=== clk_phase_ctrl ===
Fig. 1: clk_phase_ctrl, metal 4
Drawn at 3 px/micron. Supply wires on this layer in grey.
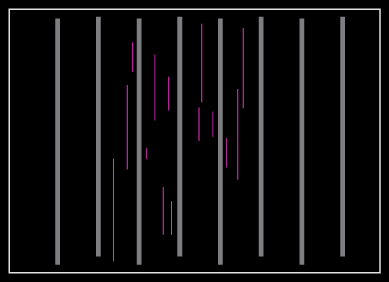

===== src/rtl/clk_phase_ctrl.sv =====
// clk_phase_ctrl: sequencing stage wrapped around the shared counter.
// It clears and enables the counter, compares the returned count against
// latched high/low phase lengths, and generates a registered clock with
// one-cycle rise/fall strobes and a wrapping completed-period tally.
//
// Ports:
//   sys_dom_i      clock domain bundle (clk, clk_en tick qualifier, sync_rst)
//   enable_i       run request, sampled in IDLE and at period boundaries
//   high_len_i     high-phase target in count units
//   low_len_i      low-phase target in count units
//   step_i         counter growth per tick (0 is treated as 1)
//   count_i        count returned by the counter
//   counter_en_o   counter enable
//   init_en_o      counter init (unused, tied 0)
//   clear_en_o     counter clear
//   seed_o         counter seed (constant 0)
//   growth_rate_o  latched step driven to the counter
//   clk_o          generated clock (registered)
//   rise_o/fall_o  one-clk-cycle strobes on clk_o edges
//   busy_o         state is not IDLE
//   period_cnt_o   completed full periods, wraps

package common_p;
    typedef struct packed {
        logic clk;
        logic clk_en;
        logic sync_rst;
    } clk_dom_s;
endpackage

module clk_phase_ctrl #(
    parameter int BIT_WIDTH        = 8,
    parameter int PERIOD_CNT_WIDTH = 16
) (
    input  common_p::clk_dom_s           sys_dom_i,
    input  logic                         enable_i,
    input  logic [BIT_WIDTH-1:0]         high_len_i,
    input  logic [BIT_WIDTH-1:0]         low_len_i,
    input  logic [BIT_WIDTH-1:0]         step_i,
    input  logic [BIT_WIDTH-1:0]         count_i,
    output logic                         counter_en_o,
    output logic                         init_en_o,
    output logic                         clear_en_o,
    output logic [BIT_WIDTH-1:0]         seed_o,
    output logic [BIT_WIDTH-1:0]         growth_rate_o,
    output logic                         clk_o,
    output logic                         rise_o,
    output logic                         fall_o,
    output logic                         busy_o,
    output logic [PERIOD_CNT_WIDTH-1:0]  period_cnt_o
);

    typedef enum logic [1:0] {
        IDLE = 2'd0,
        HIGH = 2'd1,
        LOW  = 2'd2
    } state_t;

    logic clk;
    logic tick;
    logic rst;

    assign clk  = sys_dom_i.clk;
    assign tick = sys_dom_i.clk_en;
    assign rst  = sys_dom_i.sync_rst;

    state_t                        state;
    state_t                        next_state;
    logic [BIT_WIDTH-1:0]          high_q;
    logic [BIT_WIDTH-1:0]          low_q;
    logic [BIT_WIDTH-1:0]          step_q;
    logic [BIT_WIDTH-1:0]          step_eff;
    logic [BIT_WIDTH-1:0]          target;
    logic [PERIOD_CNT_WIDTH-1:0]   period_q;
    logic                          clk_q;
    logic                          rise_q;
    logic                          fall_q;
    logic                          term;
    logic                          latch;
    logic                          rise_ev;
    logic                          fall_ev;
    logic                          period_ev;

    // The sum is formed one bit wider so count + step never wraps below
    // the target; a target of 0 terminates at count 0 (one-tick phase).
    function automatic logic phase_done(input logic [BIT_WIDTH-1:0] count,
                                        input logic [BIT_WIDTH-1:0] step,
                                        input logic [BIT_WIDTH-1:0] tgt);
        return ({1'b0, count} + {1'b0, step}) >= {1'b0, tgt};
    endfunction

    assign step_eff = (step_i == '0) ? BIT_WIDTH'(1) : step_i;
    assign target   = (state == LOW) ? low_q : high_q;
    assign term     = phase_done(count_i, step_q, target);

    always_ff @(posedge clk) begin
        if (rst) begin
            state <= IDLE;
        end else if (tick) begin
            state <= next_state;
        end
    end

    // Counter controls are combinational so the clear lands on the same
    // tick that ends a phase, giving count 0 in the first cycle of the next.
    always_comb begin
        next_state   = state;
        counter_en_o = 1'b0;
        clear_en_o   = 1'b0;
        latch        = 1'b0;
        rise_ev      = 1'b0;
        fall_ev      = 1'b0;
        period_ev    = 1'b0;
        case (state)
            IDLE: begin
                clear_en_o = enable_i;
                if (enable_i) begin
                    latch      = 1'b1;
                    rise_ev    = 1'b1;
                    next_state = HIGH;
                end
            end
            HIGH: begin
                counter_en_o = 1'b1;
                if (term) begin
                    clear_en_o = 1'b1;
                    fall_ev    = 1'b1;
                    next_state = LOW;
                end
            end
            LOW: begin
                counter_en_o = 1'b1;
                if (term) begin
                    clear_en_o = 1'b1;
                    period_ev  = 1'b1;
                    if (enable_i) begin
                        latch      = 1'b1;
                        rise_ev    = 1'b1;
                        next_state = HIGH;
                    end else begin
                        next_state = IDLE;
                    end
                end
            end
            default: next_state = IDLE;
        endcase
    end

    always_ff @(posedge clk) begin
        if (rst) begin
            high_q <= '0;
            low_q  <= '0;
            step_q <= BIT_WIDTH'(1);
        end else if (tick && latch) begin
            high_q <= high_len_i;
            low_q  <= low_len_i;
            step_q <= step_eff;
        end
    end

    // Strobes are cleared on every clk edge, independent of clk_en, so they
    // stay exactly one clk cycle wide even when ticks are sparse.
    always_ff @(posedge clk) begin
        if (rst) begin
            clk_q    <= 1'b0;
            rise_q   <= 1'b0;
            fall_q   <= 1'b0;
            period_q <= '0;
        end else begin
            rise_q <= tick && rise_ev;
            fall_q <= tick && fall_ev;
            if (tick) begin
                clk_q <= (next_state == HIGH);
                if (period_ev) begin
                    period_q <= period_q + PERIOD_CNT_WIDTH'(1);
                end
            end
        end
    end

    assign init_en_o     = 1'b0;
    assign seed_o        = '0;
    assign growth_rate_o = step_q;
    assign clk_o         = clk_q;
    assign rise_o        = rise_q;
    assign fall_o        = fall_q;
    assign busy_o        = (state != IDLE);
    assign period_cnt_o  = period_q;

endmodule


===== config.mk =====
export PLATFORM = sky130hd
export DESIGN_NAME = clk_phase_ctrl
export DESIGN_NICKNAME = d
export VERILOG_FILES = /design/src/rtl/clk_phase_ctrl.sv
export SDC_FILE = /design/constraint.sdc
export NUM_CORES = 1
export LEC_CHECK = 0
export CORE_ASPECT_RATIO = 0.7
export CORE_MARGIN = 2
export CORE_UTILIZATION = 30
export CTS_BUF_LIST = sky130_fd_sc_hd__clkbuf_8
export DETAILED_ROUTE_END_ITERATION = 12
export RECOVER_POWER = 25
export SLEW_MARGIN = 20
export SYNTH_ARGS = -nofsm -noshare
export SYNTH_HDL_FRONTEND = slang
export SYNTH_SLANG_ARGS = --single-unit

===== constraint.sdc =====
create_clock -name sys_dom_i -period 9.69 [get_ports sys_dom_i]
set_input_delay 1.938 -clock sys_dom_i [delete_from_list [all_inputs] [get_ports sys_dom_i]]
set_output_delay 1.938 -clock sys_dom_i [all_outputs]
set_load 0.02 [all_outputs]

=== barrel_shifter_pipe ===
===== src/rtl/barrel_shifter_pipe.sv =====
// barrel_shifter_pipe
// Pipelined barrel shifter with ROL, ROR, SLL and SRA modes on a WIDTH-bit word.
// Stage k shifts by 2^k when its shift-amount bit is set. There is one register
// stage per shift-amount bit. A valid/ready handshake on each side lets bubbles collapse.

module barrel_shifter_pipe #(
    parameter int WIDTH   = 8,
    parameter int SHIFT_W = $clog2(WIDTH)
) (
    input  logic               clk,
    input  logic               reset,
    input  logic               in_valid,
    output logic               in_ready,
    input  logic [WIDTH-1:0]   in_data,
    input  logic [SHIFT_W-1:0] in_shamt,
    input  logic [1:0]         in_mode,
    output logic               out_valid,
    input  logic               out_ready,
    output logic [WIDTH-1:0]   out_data,
    output logic               out_zero
);

    localparam int N = SHIFT_W;

    localparam logic [1:0] MODE_ROL = 2'b00;
    localparam logic [1:0] MODE_ROR = 2'b01;
    localparam logic [1:0] MODE_SLL = 2'b10;

    // w_rdy[k] is the load enable of stage k's register.
    // w_rdy[N] comes from downstream.
    logic [N:0] w_rdy;

    assign w_rdy[N]  = out_ready;
    assign in_ready  = w_rdy[0];

    for (genvar k = 0; k < N; k++) begin : gStage
        localparam int AMT = 1 << k;
        localparam int SW  = SHIFT_W - k;

        logic [WIDTH-1:0]   w_dIn;
        logic [SW-1:0]      w_sIn;
        logic [1:0]         w_mIn;
        logic               w_vIn;
        logic [WIDTH-1:0]   w_shifted;
        logic [2*WIDTH-1:0] w_wide;

        logic               r_valid;
        logic [WIDTH-1:0]   r_data;

        // Only the shift-amount bits still needed travel down the pipe.
        // So bit 0 of w_sIn is always this stage's control bit.
        if (k == 0) begin : gSrc
            assign w_dIn = in_data;
            assign w_sIn = in_shamt;
            assign w_mIn = in_mode;
            assign w_vIn = in_valid;
        end else begin : gSrc
            assign w_dIn = gStage[k-1].r_data;
            assign w_sIn = gStage[k-1].gCarry.r_shamt;
            assign w_mIn = gStage[k-1].gCarry.r_mode;
            assign w_vIn = gStage[k-1].r_valid;
        end

        assign w_rdy[k] = !r_valid || w_rdy[k+1];

        // Apply this stage's fixed 2^k shift in the selected mode, or pass the data through.
        // For SRA, the current MSB is the original sign bit.
        always_comb begin
            w_wide    = '0;
            w_shifted = w_dIn;
            if (w_sIn[0]) begin
                case (w_mIn)
                    MODE_ROL: begin
                        w_wide    = {w_dIn, w_dIn} << AMT;
                        w_shifted = w_wide[2*WIDTH-1:WIDTH];
                    end
                    MODE_ROR: begin
                        w_wide    = {w_dIn, w_dIn} >> AMT;
                        w_shifted = w_wide[WIDTH-1:0];
                    end
                    MODE_SLL: begin
                        w_shifted = w_dIn << AMT;
                    end
                    default: begin
                        w_wide    = {{WIDTH{w_dIn[WIDTH-1]}}, w_dIn} >> AMT;
                        w_shifted = w_wide[WIDTH-1:0];
                    end
                endcase
            end
        end

        // Stage valid/data register. Data is held whenever no new word is loaded.
        always_ff @(posedge clk) begin
            if (reset) begin
                r_valid <= 1'b0;
                r_data  <= '0;
            end else if (w_rdy[k]) begin
                r_valid <= w_vIn;
                if (w_vIn) begin
                    r_data <= w_shifted;
                end
            end
        end

        // The final stage does not register mode or shift amount, because no later stage uses them.
        if (k < N - 1) begin : gCarry
            logic [SW-2:0] r_shamt;
            logic [1:0]    r_mode;

            // Carry the remaining shift-amount bits and the mode alongside the data.
            always_ff @(posedge clk) begin
                if (reset) begin
                    r_shamt <= '0;
                    r_mode  <= '0;
                end else if (w_rdy[k] && w_vIn) begin
                    r_shamt <= w_sIn[SW-1:1];
                    r_mode  <= w_mIn;
                end
            end
        end
    end

    assign out_valid = gStage[N-1].r_valid;
    assign out_data  = gStage[N-1].r_data;
    assign out_zero  = out_valid && (out_data == '0);

endmodule


===== config.mk =====
export PLATFORM = sky130hd
export DESIGN_NAME = barrel_shifter_pipe
export DESIGN_NICKNAME = d
export VERILOG_FILES = /design/src/rtl/barrel_shifter_pipe.sv
export SDC_FILE = /design/constraint.sdc
export NUM_CORES = 1
export LEC_CHECK = 0
export CAP_MARGIN = 20
export CORE_MARGIN = 5
export CORE_UTILIZATION = 57
export CTS_CLUSTER_SIZE = 30
export DETAILED_ROUTE_END_ITERATION = 7
export GPL_TIMING_DRIVEN = 0
export HOLD_SLACK_MARGIN = 0.1
export PLACE_DENSITY = 0.87
export SLEW_MARGIN = 20
export SYNTH_ARGS = -nofsm -noshare
export SYNTH_HDL_FRONTEND = slang
export SYNTH_SLANG_ARGS = --single-unit

===== constraint.sdc =====
create_clock -name clk -period 4.57 [get_ports clk]
set_clock_uncertainty 0.15 [all_clocks]
set_input_delay 0.914 -clock clk [delete_from_list [all_inputs] [get_ports clk]]
set_output_delay 0.914 -clock clk [all_outputs]
set_load 0.02 [all_outputs]

Fig. 2: clk_phase_ctrl, placement density heat map
Drawn at 3 px/micron. 12 x 9 tiles, from dark blue (low) to red (high), 0 to 100% covered.
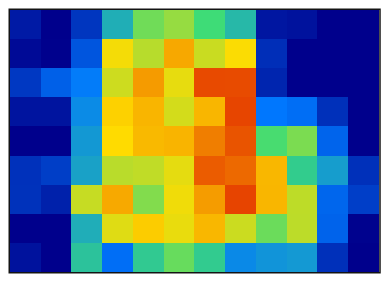
The emptiest ninth of the die: top right. 18% of the tiles are nearly empty. The fullest tile reaches 92%.
Core Util at FP: 30.8%
post-layout util: 46.2%
Core Footprint: 9680 sq um

About Fig. 1:
12 nets have wire on it. The layer carries 245 microns of wire.
via count: 2990
Routed WL: 9.40 mm

==> results.tsv, clk_phase_ctrl <==
stage	metric	value	unit
status	outcome	finished with violations	
status	failing checks	max-capacitance violations, max-slew violations	
power	leakage	1.76	nW
synthesis	Synth Area in Adders	9.49	%
route	DR WL met3	1.13	mm
synthesis	Cell Area, Synth	2980	sq um
timing	Setup-failing EPs final	0	
power	Logic pwr share	35.3	%
setup_path	CP Depth	16	
min_path	WHS Path Cells	3	
timing	Final Slew Violations	32	
route	initial DRC count	194	
final_layout	combinational gate area	1890	sq um
timing	Worst Tran Pin Value	1.92	ns
setup_path	CP endpoint	clear_en_o	
route	Routed Antenna Nets	0	
synthesis	comb area leader	AND-OR/OR-AND gates	
power	Switch Pwr	0.777	mW
setup_path	worst-path fanout max	7	
flow_run	max cap viols	1	
Fig. 3: barrel_shifter_pipe, placement density heat map
Drawn at 6 px/micron. 7 x 7 tiles, from dark blue (low) to red (high), 0 to 100% covered.
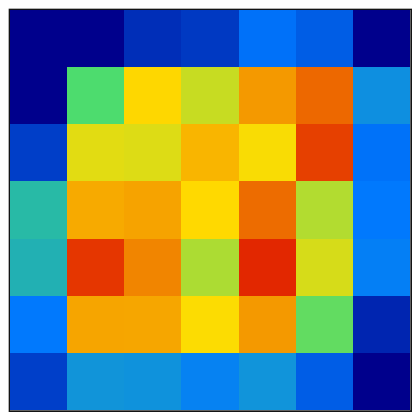
The mean over all tiles is 49%. 10% of the tiles are nearly empty. The emptiest ninth of the die: top left. The densest ninth of the die: middle. The fullest tile reaches 96%.
Core Util at FP: 59.6%
Core Footprint: 3080 sq um

Fig. 4: barrel_shifter_pipe, nets reached from selected ports
Drawn at 4 px/micron.
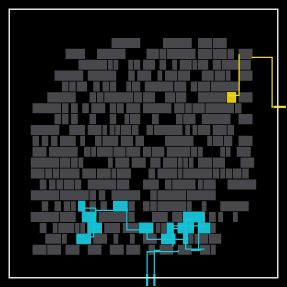
Key: `in_mode` = cyan [bits 2, direction input, edge bottom, end cells 14, buffers 3, wire 109 microns]; `out_zero` = yellow [bits 1, direction output, edge right, end cells 1, buffers 1, wire 31.2 microns]
Buffers on Ports: 25
I/O pin count: 28

==> results.tsv, barrel_shifter_pipe <==
stage	metric	value	unit
status	outcome	completed	
route	wire length on met2	2.10	mm
global_routing	met2 global-route usage	34.4	%
setup_path	R2R Path End	gStage[0].r_data[7]$_SDFFE_PP0P_	
placed_design	Placer Congestion	0.929	
global_routing	GR peak layer	met1	
power	sequential cell power	0.327	mW
timing	final hold vios	0	
final_layout	sequential share of cell area	30.7	%
setup_path	CP endpoint	in_ready	
synthesis	Registers, synthesis	34	
synthesis	leading area contributor after synthesis	dfxtp_1	
final_layout	area delta synth->final	20.9	%
cts	clk latency late pin	0.35	ns
setup_path	worst-path fanout max	9	
synthesis	post-synth cell types	38	

==> layout pictures side by side <==
Routing congestion map.
shot_01.png
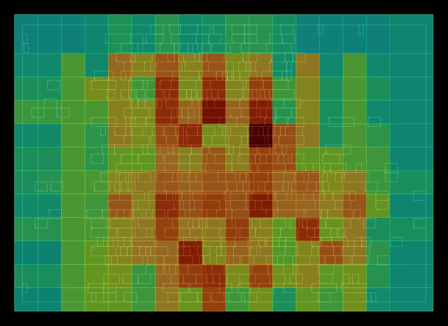
shot_02.png
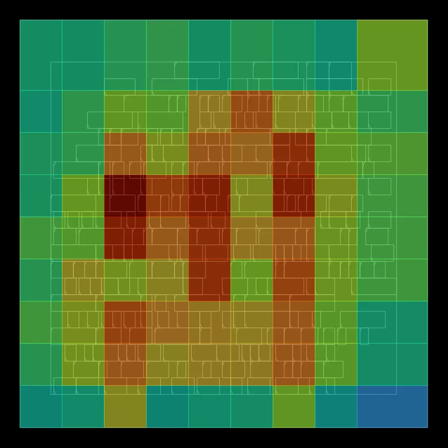
clk_phase_ctrl -> shot_01.png
barrel_shifter_pipe -> shot_02.png



==> layout pictures side by side <==
Clock distribution.
panel A
Drawn at 6 px/micron.
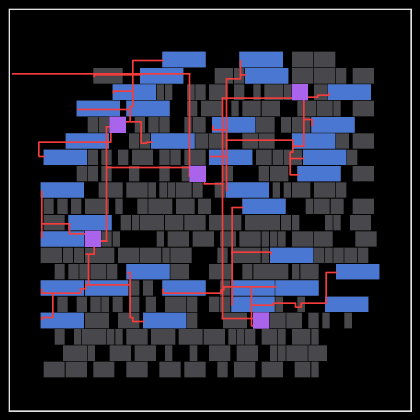
panel B
Drawn at 3 px/micron.
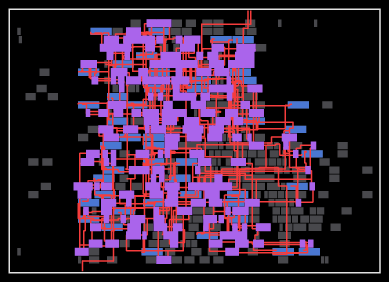
panel A: barrel_shifter_pipe
panel B: clk_phase_ctrl

Key to panel A:
Key: clock-net drivers = purple [count 5]; clock wires = red [length 418 microns]; flip-flops = blue [count 34]
There are 6 routed clock nets.

Power figures rest on the tool's default switching activity, not on a simulated workload.
